==================== alarm_sequencer
`src/rtl/alarm_pkg.sv`:
```
// Shared types and constants for the anti-theft alarm sequencer.
// State encoding is visible on state_dbg; ARMED must stay at zero.
package alarm_pkg;

  typedef enum logic [2:0] {
    ST_ARMED          = 3'd0,
    ST_ENTRY          = 3'd1,
    ST_ALARM          = 3'd2,
    ST_DIS_IGN_ON     = 3'd3,
    ST_DIS_WAIT_OPEN  = 3'd4,
    ST_DIS_WAIT_CLOSE = 3'd5,
    ST_ARM_WAIT       = 3'd6
  } state_t;

  localparam logic [1:0] IDX_ARM    = 2'd0;
  localparam logic [1:0] IDX_DRIVER = 2'd1;
  localparam logic [1:0] IDX_PASS   = 2'd2;
  localparam logic [1:0] IDX_ALARM  = 2'd3;

  localparam logic [3:0] DEF_ARM    = 4'd6;
  localparam logic [3:0] DEF_DRIVER = 4'd8;
  localparam logic [3:0] DEF_PASS   = 4'd15;
  localparam logic [3:0] DEF_ALARM  = 4'd10;

  // A zero interval would never expire sensibly; store it as one second.
  function automatic logic [3:0] clamp_interval(input logic [3:0] v);
    return (v == 4'd0) ? 4'd1 : v;
  endfunction

endpackage

```
`src/rtl/alarm_sequencer_time_param_regs.sv`:
```
// User-programmable interval store: four 4-bit seconds values.
// Single write port with zero clamp, combinational indexed read.
module time_param_regs
  import alarm_pkg::*;
#(
  parameter logic [3:0] T_ARM_DEF    = DEF_ARM,
  parameter logic [3:0] T_DRIVER_DEF = DEF_DRIVER,
  parameter logic [3:0] T_PASS_DEF   = DEF_PASS,
  parameter logic [3:0] T_ALARM_DEF  = DEF_ALARM
) (
  input  logic       clk,
  input  logic       rst,
  input  logic       we_i,
  input  logic [1:0] wsel_i,
  input  logic [3:0] wval_i,
  input  logic [1:0] rsel_i,
  output logic [3:0] rval_o
);

  logic [3:0] iv_q [4];

  // Load defaults on reset, otherwise accept clamped writes.
  always_ff @(posedge clk) begin
    if (rst) begin
      iv_q[IDX_ARM]    <= T_ARM_DEF;
      iv_q[IDX_DRIVER] <= T_DRIVER_DEF;
      iv_q[IDX_PASS]   <= T_PASS_DEF;
      iv_q[IDX_ALARM]  <= T_ALARM_DEF;
    end else if (we_i) begin
      iv_q[wsel_i] <= clamp_interval(wval_i);
    end
  end

  assign rval_o = iv_q[rsel_i];

endmodule

```
`src/rtl/alarm_sequencer.sv`:
```
// Top-level anti-theft control FSM: doors/ignition in, siren/LED out.
// Also sequences the shared countdown timer via start/duration.
module alarm_sequencer
  import alarm_pkg::*;
#(
  parameter logic [3:0] T_ARM_DEF    = DEF_ARM,
  parameter logic [3:0] T_DRIVER_DEF = DEF_DRIVER,
  parameter logic [3:0] T_PASS_DEF   = DEF_PASS,
  parameter logic [3:0] T_ALARM_DEF  = DEF_ALARM
) (
  input  logic       clk,
  input  logic       rst,
  input  logic       ignition,
  input  logic       door_driver,
  input  logic       door_pass,
  input  logic       reprogram,
  input  logic [1:0] time_sel,
  input  logic [3:0] time_value,
  input  logic       expired,
  input  logic       one_hz_enable,
  output logic       timer_start,
  output logic [3:0] timer_duration,
  output logic       siren,
  output logic       status_led,
  output logic [2:0] state_dbg
);

  state_t     state_q, state_d;
  logic       cd_q, cd_d;
  logic       start_q, start_d;
  logic [3:0] dur_q, dur_d;
  logic       siren_q, siren_d;
  logic       led_q, led_d;
  logic [1:0] sel_d;
  logic [3:0] iv_rd;
  logic       cancel;
  logic       exp_ok;
  logic       closed;

  time_param_regs #(
    .T_ARM_DEF    (T_ARM_DEF),
    .T_DRIVER_DEF (T_DRIVER_DEF),
    .T_PASS_DEF   (T_PASS_DEF),
    .T_ALARM_DEF  (T_ALARM_DEF)
  ) u_regs (
    .clk    (clk),
    .rst    (rst),
    .we_i   (reprogram),
    .wsel_i (time_sel),
    .wval_i (time_value),
    .rsel_i (sel_d),
    .rval_o (iv_rd)
  );

  // An expiry counts only for a live countdown not restarted this cycle.
  assign exp_ok = expired & cd_q & ~start_q;
  assign closed = ~door_driver & ~door_pass;
  assign dur_d  = start_d ? iv_rd : dur_q;

  // Next state, countdown control and registered output values.
  always_comb begin
    state_d = state_q;
    cd_d    = cd_q;
    start_d = 1'b0;
    sel_d   = IDX_ARM;
    cancel  = 1'b0;
    siren_d = 1'b0;
    led_d   = 1'b0;
    if (reprogram) begin
      state_d = ST_ARMED;
      cancel  = 1'b1;
    end else if (ignition) begin
      state_d = ST_DIS_IGN_ON;
    end else begin
      unique case (state_q)
        ST_ARMED: begin
          unique case (1'b1)
            door_driver: begin
              state_d = ST_ENTRY;
              start_d = 1'b1;
              sel_d   = IDX_DRIVER;
            end
            door_pass: begin
              state_d = ST_ENTRY;
              start_d = 1'b1;
              sel_d   = IDX_PASS;
            end
            default: ;
          endcase
        end
        ST_ENTRY: begin
          if (exp_ok) state_d = ST_ALARM;
        end
        ST_ALARM: begin
          if (exp_ok) begin
            state_d = ST_ARMED;
          end else if (closed && !cd_q) begin
            start_d = 1'b1;
            sel_d   = IDX_ALARM;
          end else if (!closed) begin
            cancel = 1'b1;
          end
        end
        ST_DIS_IGN_ON: state_d = ST_DIS_WAIT_OPEN;
        ST_DIS_WAIT_OPEN: begin
          if (door_driver) state_d = ST_DIS_WAIT_CLOSE;
        end
        ST_DIS_WAIT_CLOSE: begin
          if (closed) begin
            state_d = ST_ARM_WAIT;
            start_d = 1'b1;
            sel_d   = IDX_ARM;
          end
        end
        ST_ARM_WAIT: begin
          if (exp_ok) state_d = ST_ARMED;
          else if (!closed) state_d = ST_DIS_WAIT_CLOSE;
        end
        default: state_d = ST_ARMED;
      endcase
    end
    if (start_d) cd_d = 1'b1;
    else if (state_d != state_q || cancel) cd_d = 1'b0;
    siren_d = (state_d == ST_ALARM);
    if (state_d == ST_ENTRY || state_d == ST_ALARM) begin
      led_d = 1'b1;
    end else if (state_d == ST_ARMED && state_q == ST_ARMED
                 && !reprogram) begin
      led_d = led_q ^ one_hz_enable;
    end
  end

  // State and output registers.
  always_ff @(posedge clk) begin
    if (rst) begin
      state_q <= ST_ARMED;
      cd_q    <= 1'b0;
      start_q <= 1'b0;
      dur_q   <= T_ARM_DEF;
      siren_q <= 1'b0;
      led_q   <= 1'b0;
    end else begin
      state_q <= state_d;
      cd_q    <= cd_d;
      start_q <= start_d;
      dur_q   <= dur_d;
      siren_q <= siren_d;
      led_q   <= led_d;
    end
  end

  assign timer_start    = start_q;
  assign timer_duration = dur_q;
  assign siren          = siren_q;
  assign status_led     = led_q;
  assign state_dbg      = state_q;

endmodule

```
`config.mk`:
```
export PLATFORM = sky130hd
export DESIGN_NAME = alarm_sequencer
export DESIGN_NICKNAME = d
export VERILOG_FILES = /design/src/rtl/alarm_pkg.sv /design/src/rtl/alarm_sequencer_time_param_regs.sv /design/src/rtl/alarm_sequencer.sv
export SDC_FILE = /design/constraint.sdc
export NUM_CORES = 1
export LEC_CHECK = 0
export CAP_MARGIN = 10
export CORE_AREA = 2 2 57 59
export DETAILED_ROUTE_END_ITERATION = 10
export DIE_AREA = 0 0 59 61
export PLACE_DENSITY = 0.75
export SLEW_MARGIN = 40
export SYNTH_ARGS = -nofsm -noshare
export SYNTH_HDL_FRONTEND = slang
export SYNTH_SLANG_ARGS = --single-unit
```
`constraint.sdc`:
```
create_clock -name clk -period 1.8 [get_ports clk]
set_input_delay 0.27 -clock clk [delete_from_list [all_inputs] [get_ports clk]]
set_output_delay 0.27 -clock clk [all_outputs]
set_load 0.005 [all_outputs]
```
==> alarm_sequencer/final_clocks.png <==
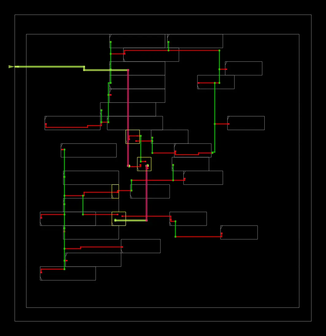
number of sinks driven by the clock tree: 27
layout clock buffer count: 4
Seq cells: 27
insertion delay to the later sink of the worst-skew pair: 320 ps
power dissipated in the clock network: 0.260 mW

==> alarm_sequencer/wire_density.png <==
Scale: 4 px per um. 12 x 12 tiles, from dark purple (low) to yellow (high), scaled to the fullest tile. Values are wire area over tile area, all layers added.
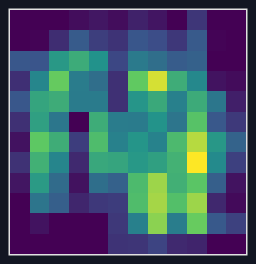
fullest tile: 0.44
mean over tiles: 0.14
nearly empty tiles: 17%
via count of the routed design: 1,224
routed len/inst: 15.49 um
wirelength, routed: 3.315 mm
Total GRT Usage: 0.2053

==> alarm_sequencer/met3.png <==
Scale: 8 px per um. Cells faint in the background.
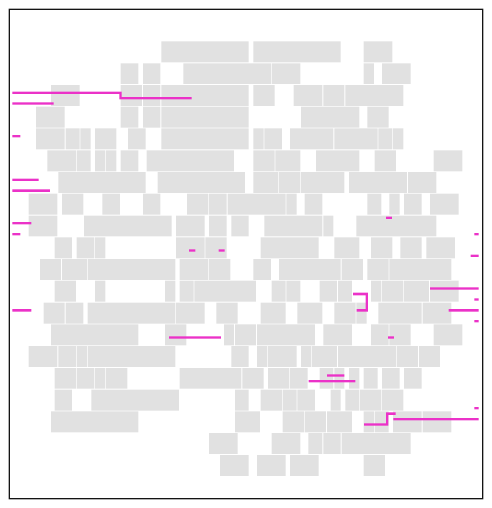
longest straight run: 13.3 um
wire length on this layer: 86.0 um
nets with wire on the layer: 22
share of all routed wire: 2.6%
main direction: horizontal

==> run notes <==
The layout was made with Yosys and OpenROAD.

On met2, the global router reports a usage of 0.3651. The routed length on met3 is 85 um. The multi-input combinational cell count is 101. In this run the tightest slew margin relative to its limit is 0.7310. The fraction of the yosys area taken by sequential cells is 0.4738. In this run the clock root is driven by a sky130_fd_sc_hd__clkbuf_4. The critical path start-end classification is primary input to flip-flop.

The count of cells in the finished layout, fillers not included, comes to 214. For this run, global-route usage on met1 was measured as 0.2554. The worst setup path is captured at a flip-flop.

The layout report lists the clock-cell share of area as 0.01370. Per STA, the worst path accumulates the most delay in the family buffers and inverters. Of the total power, the clock network draws 0.214. Among the non-sequential cells, simple AND/OR/NAND/NOR gates take the most area. The count of mapped cells out of synthesis is 138. The layout-stage area growth over the synthesis result is 29.70%. In this run the deepest clock path goes through 2 buffers. The flow reports an fmax of 581.9 MHz.

The setup TNS is 0 ps. The run finished with clean final reports. Yosys mapped a number of flops with a built-in enable equal to 16. The count of buffers inserted at the top-level ports is 23. Counting distinct cell types in the post-synthesis netlist gives 45. The number of setup violations in the final report is 0. The chip area line of the yosys report is 1479 um2. The share of the core filled by cells before placement is 0.5008. The total routed wire length on the met1 layer is 1.508 mm. Looking at the max-slew report, the worst-margin pin has a slew of 400.8 ps. The total overflow left after global routing is 0.
==> stage by stage <==
stage / worst slack [ps] / hold WS, ps / area (um2)
after floorplan: 169.0 / 355.2 / 1479
after global placement: -267.9 / 455.9 / 1881
after detailed placement: -281.5 / 459.7 / 1881
after CTS: 7.845 / 479.7 / 1907
after global routing: -27.82 / 500.4 / 1918
final: 81.58 / 476.7 / 1918
==> sequential cells by signal, indices dropped and copies added (netlist names) <==
name,count
u_regs.iv_q,16
timer_duration,4
state_dbg,3
cd_q,1
siren,1
status_led,1
timer_start,1

==================== serial_paralelo
==> serial_paralelo/wire_density.png <==
Scale: 4 px per um. 9 x 15 tiles, from dark purple (low) to yellow (high), scaled to the fullest tile. Values are wire area over tile area, all layers added.
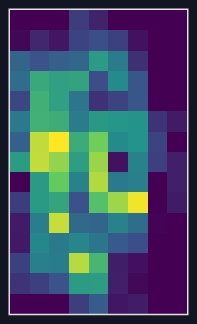
<file path="src/rtl/serial_pkg.sv">
// Shared constants and state encoding for the serial link (transmitter and receiver).
package serial_pkg;

  localparam int              BYTE_W     = 8;
  localparam logic [BYTE_W-1:0] COMMA_BYTE = 8'hBC;

  typedef logic [1:0] state_t;
  localparam state_t SEARCH = 2'd0;
  localparam state_t COUNT  = 2'd1;
  localparam state_t LOCKED = 2'd2;

endpackage

</file>
<file path="src/rtl/serial_shift_in.sv">
// Serial input shift register with the candidate byte and its comma comparator.
module serial_shift_in
  import serial_pkg::*;
#(
  parameter logic [BYTE_W-1:0] COMMA = COMMA_BYTE
) (
  input  logic              clk_32f,
  input  logic              reset,
  input  logic              data_i,
  output logic [BYTE_W-1:0] nxt_o,
  output logic              is_comma_o
);

  logic [BYTE_W-1:0] sr_q;

  assign nxt_o      = {sr_q[BYTE_W-2:0], data_i};
  assign is_comma_o = (nxt_o == COMMA);

  // NOTE: clocked state uses <= so every register samples pre-edge values.
  always_ff @(posedge clk_32f or posedge reset) begin
    if (reset) sr_q <= '0;
    else       sr_q <= nxt_o;
  end

endmodule

</file>
<file path="src/rtl/serial_paralelo.sv">
// Serial-to-parallel receiver: comma-based byte alignment, lock FSM and
// registered byte outputs for the clk_4f domain logic.
module serial_paralelo
  import serial_pkg::*;
#(
  parameter logic [BYTE_W-1:0] COMMA      = COMMA_BYTE,
  parameter int                LOCK_COUNT = 4
) (
  input  logic              clk_32f,
  input  logic              reset,
  input  logic              data_in,
  output logic [BYTE_W-1:0] data_out,
  output logic              valid_out,
  output logic              byte_strobe,
  output logic              active
);

  localparam int CNT_W = $clog2(LOCK_COUNT + 1);

  logic [BYTE_W-1:0] nxt;
  logic              is_comma;

  state_t            state_q,     state_d;
  logic [2:0]        bit_cnt_q,   bit_cnt_d;
  logic [CNT_W-1:0]  comma_cnt_q, comma_cnt_d;
  logic [BYTE_W-1:0] data_q,      data_d;
  logic              valid_q,     valid_d;
  logic              strobe_q,    strobe_d;
  logic              active_q,    active_d;

  logic              boundary;
  logic [CNT_W-1:0]  cnt_inc;

  serial_shift_in #(.COMMA(COMMA)) u_shift_in (
    .clk_32f    (clk_32f),
    .reset      (reset),
    .data_i     (data_in),
    .nxt_o      (nxt),
    .is_comma_o (is_comma)
  );

  assign boundary = (bit_cnt_q == 3'd7);
  assign cnt_inc  = comma_cnt_q + CNT_W'(1);

  // NOTE: every always_comb target gets a default first so no latch is inferred.
  always_comb begin
    state_d     = state_q;
    bit_cnt_d   = bit_cnt_q + 3'd1;
    comma_cnt_d = comma_cnt_q;
    data_d      = data_q;
    valid_d     = valid_q;
    strobe_d    = 1'b0;
    active_d    = active_q;

    case (state_q)
      SEARCH: begin
        // Bit-by-bit hunt; a match redefines the byte phase.
        if (is_comma) begin
          bit_cnt_d   = 3'd0;
          comma_cnt_d = CNT_W'(1);
          state_d     = COUNT;
        end
      end
      COUNT: begin
        if (boundary) begin
          if (is_comma) begin
            comma_cnt_d = cnt_inc;
            if (cnt_inc == CNT_W'(LOCK_COUNT)) begin
              state_d  = LOCKED;
              active_d = 1'b1;
            end
          end else begin
            comma_cnt_d = '0;
            state_d     = SEARCH;
          end
        end
      end
      LOCKED: begin
        if (boundary) begin
          strobe_d = 1'b1;
          if (is_comma) begin
            valid_d = 1'b0;
          end else begin
            data_d  = nxt;
            valid_d = 1'b1;
          end
        end
      end
      default: state_d = SEARCH;
    endcase
  end

  always_ff @(posedge clk_32f or posedge reset) begin
    if (reset) begin
      state_q     <= SEARCH;
      bit_cnt_q   <= 3'd0;
      comma_cnt_q <= '0;
      data_q      <= '0;
      valid_q     <= 1'b0;
      strobe_q    <= 1'b0;
      active_q    <= 1'b0;
    end else begin
      state_q     <= state_d;
      bit_cnt_q   <= bit_cnt_d;
      comma_cnt_q <= comma_cnt_d;
      data_q      <= data_d;
      valid_q     <= valid_d;
      strobe_q    <= strobe_d;
      active_q    <= active_d;
    end
  end

  assign data_out    = data_q;
  assign valid_out   = valid_q;
  assign byte_strobe = strobe_q;
  assign active      = active_q;

endmodule
</file>
<file path="config.mk">
export PLATFORM = sky130hd
export DESIGN_NAME = serial_paralelo
export DESIGN_NICKNAME = d
export VERILOG_FILES = /design/src/rtl/serial_pkg.sv /design/src/rtl/serial_shift_in.sv /design/src/rtl/serial_paralelo.sv
export SDC_FILE = /design/constraint.sdc
export NUM_CORES = 1
export LEC_CHECK = 0
export ABC_AREA = 1
export CAP_MARGIN = 20
export CORE_ASPECT_RATIO = 1.75
export CORE_UTILIZATION = 35
export CTS_CLUSTER_SIZE = 8
export DETAILED_ROUTE_END_ITERATION = 10
export PLACE_DENSITY_LB_ADDON = 0.2
export SYNTH_ARGS = -nofsm -noshare
export SYNTH_HDL_FRONTEND = slang
export SYNTH_HIERARCHICAL = 1
export SYNTH_SLANG_ARGS = --single-unit
</file>
<file path="constraint.sdc">
create_clock -name clk_32f -period 4.35 [get_ports clk_32f]
set_input_delay 1.305 -clock clk_32f [delete_from_list [all_inputs] [get_ports clk_32f]]
set_output_delay 1.305 -clock clk_32f [all_outputs]
set_load 0.02 [all_outputs]
</file>
==> run notes <==
The layout was made with Yosys and OpenROAD.

Fill cells in the final layout number 289. The initial antenna violation count is 0. The routed design could run at a clock period as short as 2565 ps. The count of buffers inserted at the top-level ports is 13. Counting buffers and inverters, the worst setup path is 11 cells deep.

Global route summary, busiest routing layer listed as met2. In this run the critical register-to-register path is launched from bit_cnt_q[0]. The fraction of synthesized area in multiplexers is 0. The post-route non-filler standard cell count is 175.

The synthesis report lists the most area-consuming cells as sky130_fd_sc_hd__dfrtp_1 59%, sky130_fd_sc_hd__nand2_1 14%, sky130_fd_sc_hd__inv_1 5.1%. The root buffer cell chosen for the clock tree is sky130_fd_sc_hd__clkbuf_8. The run finished with clean final reports. The share of synthesized area in the top cell type comes to 0.5950. The most numerous logic cell after layout is sky130_fd_sc_hd__nand2_1. The overall power is 0.4064 mW. The net count reported at finish is 142. The highest supply drop recorded on VDD is 0.0002381 V. The layout report gives the register share of total cell area as 0.4986. Max-cap violations in this run came to 0.
Notes on serial_paralelo/wire_density.png above:
fullest tile: 0.29
tiles over half the peak: 25%
nearly empty tiles: 24%
mean over tiles: 0.086
Total GRT Usage: 0.1334
routed len/inst: 10.84 um
wirelength, routed: 1.897 mm
via count of the routed design: 774

sequential cells by signal, summed over array words and instances (netlist names):
| signal | cells |
|---|---|
| u_shift_in/sr_q | 7 |
| comma_cnt_q | 3 |
| state_q | 2 |
| byte_strobe | 1 |
| data_out | 8 |
| valid_out | 1 |
| bit_cnt_q | 3 |
| active | 1 |

==================== debug_id_dump
File: src/rtl/debug_id_dump_pkg.sv
// Shared definitions for the ID/EX debug dump: frame geometry, byte offsets,
// FSM states and the index-width helper.
package debug_id_dump_pkg;

    localparam int         FRAME_BYTES = 20;
    localparam logic [7:0] HEADER_BYTE = 8'hA5;
    localparam int         CTRL_BITS   = 13;

    localparam int OFF_A      = 1;
    localparam int OFF_B      = 5;
    localparam int OFF_EXT    = 9;
    localparam int OFF_REGS   = 13;
    localparam int OFF_CTRL   = 15;
    localparam int OFF_BRANCH = 17;
    localparam int OFF_CHK    = 19;

    typedef enum logic [1:0] {
        ST_IDLE = 2'd0,
        ST_SEND = 2'd1,
        ST_DONE = 2'd2
    } dump_state_t;

    // Number of bits needed to hold the given value.
    function automatic int clogb2(input int value);
        int v;
        int r;
        v = value;
        r = 0;
        while (v > 0) begin
            r = r + 1;
            v = v >> 1;
        end
        return r;
    endfunction

endpackage

File: src/rtl/dump_byte_mux.sv
// Selects one frame byte from the frozen snapshot by byte index.
// The checksum slot is left at zero; the top supplies it from its own register.
module dump_byte_mux
    import debug_id_dump_pkg::*;
#(
    parameter int CANT_BITS_REGISTROS = 32,
    parameter int CANT_BITS_ADDR      = 11,
    parameter int REG_W               = 5
) (
    input  logic [CANT_BITS_REGISTROS-1:0] data_a,
    input  logic [CANT_BITS_REGISTROS-1:0] data_b,
    input  logic [CANT_BITS_REGISTROS-1:0] ext_const,
    input  logic [REG_W-1:0]               reg_rs,
    input  logic [REG_W-1:0]               reg_rt,
    input  logic [REG_W-1:0]               reg_rd,
    input  logic [CTRL_BITS-1:0]           ctrl,
    input  logic [CANT_BITS_ADDR-1:0]      branch_dir,
    input  logic                           branch_control,
    input  logic [4:0]                     byte_index,
    output logic [7:0]                     frame_byte
);

    logic [31:0] word_a;
    logic [31:0] word_b;
    logic [31:0] word_ext;
    logic [15:0] word_regs;
    logic [15:0] word_ctrl;
    logic [15:0] word_branch;
    int          idx;

    assign word_a      = 32'(data_a);
    assign word_b      = 32'(data_b);
    assign word_ext    = 32'(ext_const);
    assign word_regs   = 16'({reg_rs, reg_rt, reg_rd});
    assign word_ctrl   = 16'(ctrl);
    assign word_branch = 16'({branch_control, branch_dir});
    assign idx         = 32'(byte_index);

    function automatic logic [7:0] pick32(input logic [31:0] w, input int k);
        return w[8*(3-k) +: 8];
    endfunction

    function automatic logic [7:0] pick16(input logic [15:0] w, input int k);
        return w[8*(1-k) +: 8];
    endfunction

    always_comb begin
        frame_byte = '0;
        if (idx < OFF_A)
            frame_byte = HEADER_BYTE;
        else if (idx < OFF_B)
            frame_byte = pick32(word_a, idx - OFF_A);
        else if (idx < OFF_EXT)
            frame_byte = pick32(word_b, idx - OFF_B);
        else if (idx < OFF_REGS)
            frame_byte = pick32(word_ext, idx - OFF_EXT);
        else if (idx < OFF_CTRL)
            frame_byte = pick16(word_regs, idx - OFF_REGS);
        else if (idx < OFF_BRANCH)
            frame_byte = pick16(word_ctrl, idx - OFF_CTRL);
        else if (idx < OFF_CHK)
            frame_byte = pick16(word_branch, idx - OFF_BRANCH);
    end

endmodule

File: src/rtl/debug_id_dump.sv
// Snapshots the ID/EX latch on request and streams it as a 20-byte framed,
// XOR-checksummed packet over a valid/ready byte handshake.
module debug_id_dump
    import debug_id_dump_pkg::*;
#(
    parameter int CANT_BITS_REGISTROS   = 32,
    parameter int CANT_BITS_ADDR        = 11,
    parameter int CANT_REGISTROS        = 32,
    parameter int CANT_BITS_ALU_OP      = 2,
    parameter int CANT_BITS_ALU_CONTROL = 4
) (
    input  logic                                         i_clock,
    input  logic                                         i_soft_reset,
    input  logic                                         i_start,
    input  logic [CANT_BITS_REGISTROS-1:0]               i_data_A,
    input  logic [CANT_BITS_REGISTROS-1:0]               i_data_B,
    input  logic [CANT_BITS_REGISTROS-1:0]               i_extension_signo_constante,
    input  logic [clogb2(CANT_REGISTROS-1)-1:0]          i_reg_rs,
    input  logic [clogb2(CANT_REGISTROS-1)-1:0]          i_reg_rt,
    input  logic [clogb2(CANT_REGISTROS-1)-1:0]          i_reg_rd,
    input  logic [CANT_BITS_ALU_OP+CANT_BITS_ALU_CONTROL+7-1:0] i_ctrl,
    input  logic [CANT_BITS_ADDR-1:0]                    i_branch_dir,
    input  logic                                         i_branch_control,
    input  logic                                         i_tx_ready,
    output logic [7:0]                                   o_tx_data,
    output logic                                         o_tx_valid,
    output logic                                         o_busy,
    output logic                                         o_done
);

    localparam int         REG_W    = clogb2(CANT_REGISTROS - 1);
    localparam logic [4:0] LAST_IDX = 5'(FRAME_BYTES - 1);
    localparam logic [4:0] CHK_IDX  = 5'(OFF_CHK);

    dump_state_t                    state;
    logic [4:0]                     byte_idx;
    logic [7:0]                     checksum;
    logic [7:0]                     mux_byte;

    logic [CANT_BITS_REGISTROS-1:0] snap_a;
    logic [CANT_BITS_REGISTROS-1:0] snap_b;
    logic [CANT_BITS_REGISTROS-1:0] snap_ext;
    logic [REG_W-1:0]               snap_rs;
    logic [REG_W-1:0]               snap_rt;
    logic [REG_W-1:0]               snap_rd;
    logic [CTRL_BITS-1:0]           snap_ctrl;
    logic [CANT_BITS_ADDR-1:0]      snap_bdir;
    logic                           snap_bctl;

    dump_byte_mux #(
        .CANT_BITS_REGISTROS (CANT_BITS_REGISTROS),
        .CANT_BITS_ADDR      (CANT_BITS_ADDR),
        .REG_W               (REG_W)
    ) u_byte_mux (
        .data_a         (snap_a),
        .data_b         (snap_b),
        .ext_const      (snap_ext),
        .reg_rs         (snap_rs),
        .reg_rt         (snap_rt),
        .reg_rd         (snap_rd),
        .ctrl           (snap_ctrl),
        .branch_dir     (snap_bdir),
        .branch_control (snap_bctl),
        .byte_index     (byte_idx),
        .frame_byte     (mux_byte)
    );

    // Only registered state feeds the bus, so the byte holds while ready is low.
    always_comb begin
        o_tx_data = '0;
        if (state == ST_SEND)
            o_tx_data = (byte_idx == CHK_IDX) ? checksum : mux_byte;
    end

    always_ff @(posedge i_clock) begin
        if (i_soft_reset) begin
            state      <= ST_IDLE;
            byte_idx   <= '0;
            checksum   <= '0;
            snap_a     <= '0;
            snap_b     <= '0;
            snap_ext   <= '0;
            snap_rs    <= '0;
            snap_rt    <= '0;
            snap_rd    <= '0;
            snap_ctrl  <= '0;
            snap_bdir  <= '0;
            snap_bctl  <= 1'b0;
            o_tx_valid <= 1'b0;
            o_busy     <= 1'b0;
            o_done     <= 1'b0;
        end else begin
            case (state)
                ST_IDLE: begin
                    o_done <= 1'b0;
                    if (i_start) begin
                        snap_a     <= i_data_A;
                        snap_b     <= i_data_B;
                        snap_ext   <= i_extension_signo_constante;
                        snap_rs    <= i_reg_rs;
                        snap_rt    <= i_reg_rt;
                        snap_rd    <= i_reg_rd;
                        snap_ctrl  <= CTRL_BITS'(i_ctrl);
                        snap_bdir  <= i_branch_dir;
                        snap_bctl  <= i_branch_control;
                        byte_idx   <= '0;
                        checksum   <= '0;
                        o_tx_valid <= 1'b1;
                        o_busy     <= 1'b1;
                        state      <= ST_SEND;
                    end
                end
                ST_SEND: begin
                    if (i_tx_ready) begin
                        checksum <= checksum ^ o_tx_data;
                        if (byte_idx == LAST_IDX) begin
                            o_tx_valid <= 1'b0;
                            o_busy     <= 1'b0;
                            o_done     <= 1'b1;
                            state      <= ST_DONE;
                        end else begin
                            byte_idx <= byte_idx + 5'd1;
                        end
                    end
                end
                ST_DONE: begin
                    o_done   <= 1'b0;
                    byte_idx <= '0;
                    state    <= ST_IDLE;
                end
                default: begin
                    o_tx_valid <= 1'b0;
                    o_busy     <= 1'b0;
                    o_done     <= 1'b0;
                    state      <= ST_IDLE;
                end
            endcase
        end
    end

endmodule
File: config.mk
export PLATFORM = sky130hd
export DESIGN_NAME = debug_id_dump
export DESIGN_NICKNAME = d
export VERILOG_FILES = /design/src/rtl/debug_id_dump_pkg.sv /design/src/rtl/dump_byte_mux.sv /design/src/rtl/debug_id_dump.sv
export SDC_FILE = /design/constraint.sdc
export NUM_CORES = 1
export LEC_CHECK = 0
export ABC_AREA = 1
export ABC_CLOCK_PERIOD_IN_PS = 2930
export CAP_MARGIN = 15
export CORE_UTILIZATION = 28
export DETAILED_ROUTE_END_ITERATION = 6
export GPL_ROUTABILITY_DRIVEN = 0
export GPL_TIMING_DRIVEN = 0
export PLACE_DENSITY_LB_ADDON = 0.3
export SLEW_MARGIN = 20
export SYNTH_ARGS = -nofsm -noshare
export SYNTH_HDL_FRONTEND = slang
export SYNTH_SLANG_ARGS = --single-unit
export TNS_END_PERCENT = 5
File: constraint.sdc
create_clock -name i_clock -period 2.93 [get_ports i_clock]
set_clock_uncertainty 0.15 [all_clocks]
set_input_delay 0.293 -clock i_clock [delete_from_list [all_inputs] [get_ports i_clock]]
set_output_delay 0.293 -clock i_clock [all_outputs]
set_load 0.01 [all_outputs]
==> debug_id_dump/zoom.png <==
Region (95, 95) to (145, 145) um. Cells in grey, sequential cells in the stronger grey; small squares are vias.
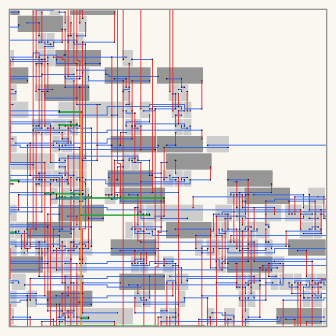
| colour | layer |
|---|---|
| blue | met1 |
| green | met3 |
| orange | met4 |
| red | met2 |
sequential cells in the window: 22
most frequent: nor2_1 (43), o21ai_0 (22), dfxtp_1 (22)
netlist names of flops here include: `snap_a` (16), `checksum` (6)
cells with their middle in the window: 143

==> debug_id_dump/met4.png <==
Scale: 2 px per um. Supply wires on this layer in grey. Cells faint in the background.
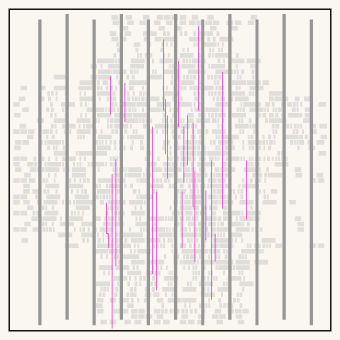
main direction: vertical
wire length on this layer: 854 um

==> debug_id_dump/met3.png <==
Scale: 3 px per um. Cells faint in the background.
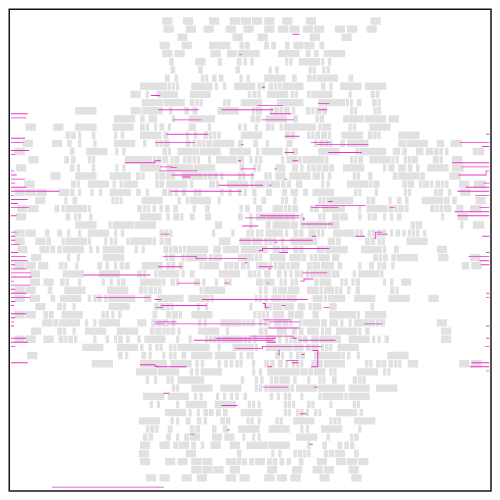
wire length on this layer: 1,110 um
share of all routed wire: 4.6%

## what timing repair did
| item | in CTS | in global routing |
|---|---|---|
| hold buffers | 0 | 0 |
| resized | 89 | 32 |
| buffers inserted | 18 | 6 |
| endpoints found under the setup margin | 16 | 8 |
| pin swaps | 15 | 15 |
## power groups by stage
stage / sequential (mW) / clock, mW / combinational (mW)
global placement: 2.39 / 0 / 1.07
floorplan: 2.35 / 0 / 0.638
finish: 2.36 / 2.29 / 1.22
detailed placement: 2.40 / 0 / 1.08
global route: 2.37 / 2.41 / 1.35
CTS: 2.35 / 2.32 / 1.15
==> run notes <==
The layout was made with Yosys and OpenROAD.

Per the post-synthesis report, the nets total 1,189. The count of instantiated cells in the yosys netlist is 1,047. The portion of total power attributed to sequential cells is 0.402. Of all the cell area in the finished design, the clock network holds 0.06149. Counting both buffers and inverters, the worst setup path holds a total of 6. The initial utilization of the core area, before any placement, comes to 0.2868.

The checks that failed: negative setup slack. Summed over all routing layers, the global router reports a total usage of 0.1906. The launch point of the critical path was reported as byte_idx[0]. For hold timing, the worst endpoint is o_done.

The total detailed-routing wirelength is 24.08 mm. The final max-slew violation count is 0. The registers reported with the highest flop counts are snap_a: 32 flops, snap_b: 32 flops, snap_ext: 32 flops.

Sorting the synthesized cells by area gives the leading types as sky130_fd_sc_hd__dfxtp_1 44%, sky130_fd_sc_hd__nor2_1 18%, sky130_fd_sc_hd__o21ai_0 13%. The cell-mix breakdown from Yosys lists the adder-cell area share as 0.003577. Yosys shows that the main logic family after synthesis is simple AND/OR/NAND/NOR gates. Switching power as a fraction of the total was reported as 0.2918.

The final critical-path setup slack is -66.64 ps. The layout clock buffer count is 19. The registers of the reported paths see a clock transition of 60 ps. By area, logic gates come first. The TritonCTS buffer count is 17. The slack of the worst reg-to-reg path is 410 ps. The number of setup violations in the final report is 7.

The number of placed cells counting well taps is 1,521. The flow ran to the end, but the final reports show violations. The clock root buffer is sky130_fd_sc_hd__clkbuf_16.

==================== mema_ctrl
===== src/rtl/mema_ctrl.sv =====
// A-matrix memory controller: loads one DIM x DIM tile row by row into the
// A-memory FIFOs, then streams it to the array for 2*DIM-1 non-stalled cycles.
//
// state  | meaning
// IDLE   | waiting for start
// LOAD   | accepting rows 0..DIM-1 into the A-memory
// READY  | full tile held, waiting for go
// STREAM | shifting the FIFOs toward the array, paused by stall
module mema_ctrl #(
  parameter int BITS_AB = 8,
  parameter int DIM     = 8
) (
  input  logic                                clk,
  input  logic                                rst,
  input  logic                                start,
  input  logic                                row_valid,
  input  logic signed [DIM-1:0][BITS_AB-1:0]  row_data,
  output logic                                row_ready,
  input  logic                                go,
  input  logic                                stall,
  input  logic                                abort,
  output logic                                mem_en,
  output logic                                mem_wren,
  output logic [$clog2(DIM)-1:0]              mem_arow,
  output logic signed [DIM-1:0][BITS_AB-1:0]  mem_ain,
  output logic                                loaded,
  output logic                                busy,
  output logic                                a_valid,
  output logic                                done
);

  localparam int ROW_W = $clog2(DIM);
  localparam int STR_W = $clog2(2 * DIM);
  localparam logic [ROW_W-1:0] ROW_LAST = ROW_W'(DIM - 1);
  localparam logic [STR_W-1:0] STR_LAST = STR_W'(2 * DIM - 2);

  typedef enum logic [1:0] {
    S_IDLE   = 2'd0,
    S_LOAD   = 2'd1,
    S_READY  = 2'd2,
    S_STREAM = 2'd3
  } state_t;

  state_t             state_q, state_d;
  logic [ROW_W-1:0]   row_cnt_q, row_cnt_d;
  logic [STR_W-1:0]   str_cnt_q, str_cnt_d;
  logic               done_q, done_d;
  logic               accept;

  assign accept = (state_q == S_LOAD) && row_valid && !abort;

  always_ff @(posedge clk) begin
    if (rst) begin
      state_q   <= S_IDLE;
      row_cnt_q <= '0;
      str_cnt_q <= '0;
      done_q    <= 1'b0;
    end else begin
      state_q   <= state_d;
      row_cnt_q <= row_cnt_d;
      str_cnt_q <= str_cnt_d;
      done_q    <= done_d;
    end
  end

  always_comb begin
    state_d   = state_q;
    row_cnt_d = row_cnt_q;
    str_cnt_d = str_cnt_q;
    done_d    = 1'b0;
    if (abort) begin
      state_d   = S_IDLE;
      row_cnt_d = '0;
      str_cnt_d = '0;
    end else begin
      case (state_q)
        S_IDLE: begin
          if (start) begin
            state_d   = S_LOAD;
            row_cnt_d = '0;
          end
        end
        S_LOAD: begin
          if (row_valid) begin
            if (row_cnt_q == ROW_LAST) begin
              state_d   = S_READY;
              row_cnt_d = '0;
            end else begin
              row_cnt_d = row_cnt_q + ROW_W'(1);
            end
          end
        end
        S_READY: begin
          if (go) begin
            state_d   = S_STREAM;
            str_cnt_d = '0;
          end
        end
        S_STREAM: begin
          // 2*DIM-1 shifts drain the deepest FIFO skew of DIM-1
          if (!stall) begin
            if (str_cnt_q == STR_LAST) begin
              state_d   = S_IDLE;
              str_cnt_d = '0;
              done_d    = 1'b1;
            end else begin
              str_cnt_d = str_cnt_q + STR_W'(1);
            end
          end
        end
        default: begin
          state_d   = S_IDLE;
          row_cnt_d = '0;
          str_cnt_d = '0;
        end
      endcase
    end
  end

  // Outputs are forced low while rst is held, even before the edge lands
  always_comb begin
    row_ready = 1'b0;
    mem_en    = 1'b0;
    mem_wren  = 1'b0;
    mem_arow  = '0;
    mem_ain   = '0;
    loaded    = 1'b0;
    busy      = 1'b0;
    a_valid   = 1'b0;
    done      = 1'b0;
    if (!rst) begin
      row_ready = (state_q == S_LOAD);
      loaded    = (state_q == S_READY);
      busy      = (state_q == S_LOAD) || (state_q == S_STREAM);
      done      = done_q;
      if (accept) begin
        mem_en   = 1'b1;
        mem_wren = 1'b1;
        mem_arow = row_cnt_q;
        mem_ain  = row_data;
      end
      if (state_q == S_STREAM) begin
        a_valid = !stall;
        mem_en  = !stall && !abort;
      end
    end
  end

endmodule


===== config.mk =====
export PLATFORM = sky130hd
export DESIGN_NAME = mema_ctrl
export DESIGN_NICKNAME = d
export VERILOG_FILES = /design/src/rtl/mema_ctrl.sv
export SDC_FILE = /design/constraint.sdc
export NUM_CORES = 1
export LEC_CHECK = 0
export ABC_AREA = 0
export CAP_MARGIN = 20
export CORE_ASPECT_RATIO = 1.5
export CORE_MARGIN = 2
export CORE_UTILIZATION = 24
export CTS_CLUSTER_SIZE = 12
export DETAILED_ROUTE_END_ITERATION = 10
export PLACE_DENSITY_LB_ADDON = 0.25
export SLEW_MARGIN = 5
export SYNTH_ARGS = -nofsm -noshare
export SYNTH_HDL_FRONTEND = slang
export SYNTH_SLANG_ARGS = --single-unit

===== constraint.sdc =====
create_clock -name clk -period 1.6 [get_ports clk]
set_input_delay 0.32 -clock clk [delete_from_list [all_inputs] [get_ports clk]]
set_output_delay 0.32 -clock clk [all_outputs]
set_load 0.005 [all_outputs]

==> mema_ctrl/cell_classes.png <==
Scale: 6 px per um.
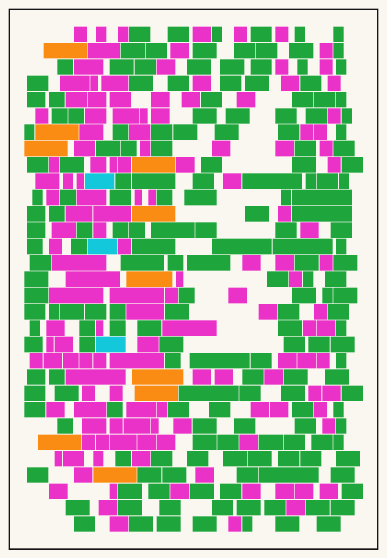
| colour | class | cells |
|---|---|---|
| green | other buffers and delay cells | 190 |
| magenta | all other logic | 137 |
| orange | flip-flops | 10 |
| cyan | cells driving clock nets | 3 |

==> mema_ctrl/pins.png <==
Scale: 4 px per um. Pins as bars across the die edge, other pins in grey.
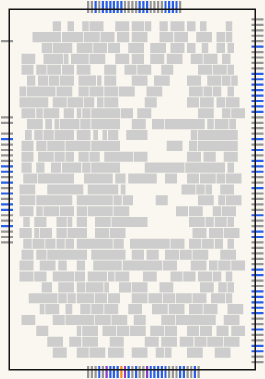
| colour | port | pins | direction | edge |
|---|---|---|---|---|
| blue | `row_data` | 64 | input | 28 east, 14 south, 14 north, 8 west |
| orange | `mem_wren` | 1 | output | south |
| purple | `mem_arow` | 3 | output | south |
die height: 89.74 um
Port Buf Inserts: 144
die width: 61.16 um

==> mema_ctrl/met3.png <==
Scale: 6 px per um. Cells faint in the background.
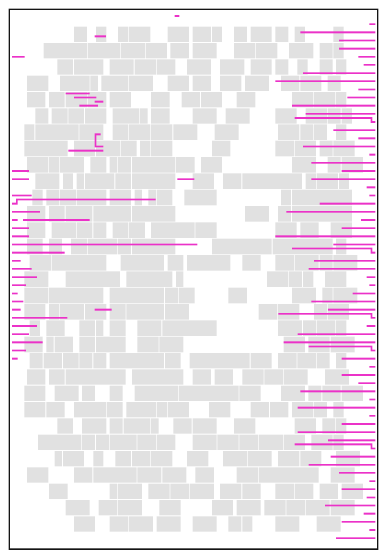
main direction: horizontal
share of all routed wire: 9.9%
via count of the routed design: 1,830
wirelength, routed: 6.171 mm
met3 track demand over resource in global routing: 0.04029

==> run notes <==
The layout was made with Yosys and OpenROAD.

The distinct cell type count of the synthesized netlist is 37. Of the total power, registers draw 0.272. The hold violation count in the final report is 0. The final critical-path setup slack is -245.5 ps. The checks that failed: negative setup slack. The fraction of synthesized cell area in xor and xnor cells is 0. The run finished, with violations left. The largest net degree at the start of global routing is 11. In the final report, the number of endpoints failing setup comes to 72. Non-clock inverters in the final layout number 4. The cell repeated most along the worst path is sky130_fd_sc_hd__buf_12. The arrival time at the worst endpoint is 1530 ps. The count of mapped cells out of synthesis is 155.

The transition at the pin with the smallest max-transition slack is 285.4 ps. Per report_power, the Combinational row totals 0.423 mW. The critical path endpoint has a required time of 1280 ps.
[through the flow]
| step | total power [mW] | hold slack [ps] |
|---|---|---|
| after floorplan | 0.3388 | 444.0 |
| after global placement | 0.5817 | 456.8 |
| after detailed placement | 0.5839 | 463.8 |
| after CTS | 0.9065 | 473.4 |
| after global routing | 0.9848 | 508.0 |
| final | 0.9408 | 476.3 |
[sequential cells by signal, indices dropped and copies added (netlist names)]
register,flops
str_cnt_q,4
row_cnt_q,3
state_q,2
done_q,1


## Gallery

Ports around the boundary.
shot_01.png
Scale: 6 px per um. Pins as bars across the die edge, other pins in grey.
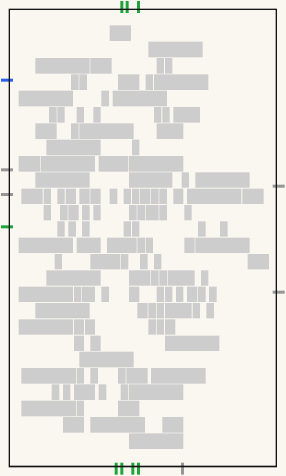
shot_02.png
Scale: 2 px per um. Pins as bars across the die edge, other pins in grey.
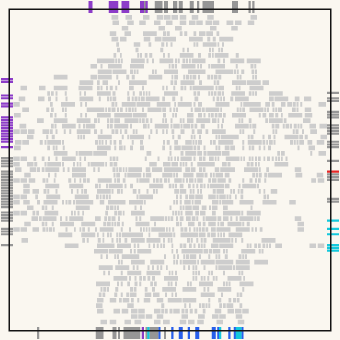
shot_03.png
Scale: 6 px per um. Pins as bars across the die edge, other pins in grey.
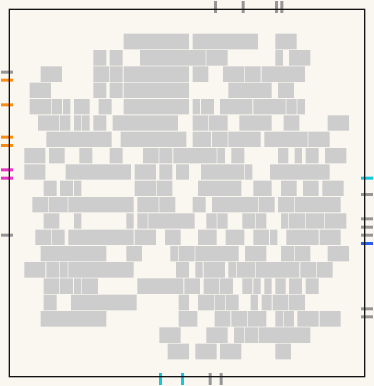
Of these, most pins: shot_02.png
alarm_sequencer -> shot_03.png
debug_id_dump -> shot_02.png
serial_paralelo -> shot_01.png

Key to shot_01.png:
| colour | port | pins | direction | edge |
|---|---|---|---|---|
| green | `data_out` | 8 | output | 4 south, 3 north, 1 west |
| blue | `clk_32f` | 1 | input | west |

No activity file was given, so power comes from the tool's default toggle rates.
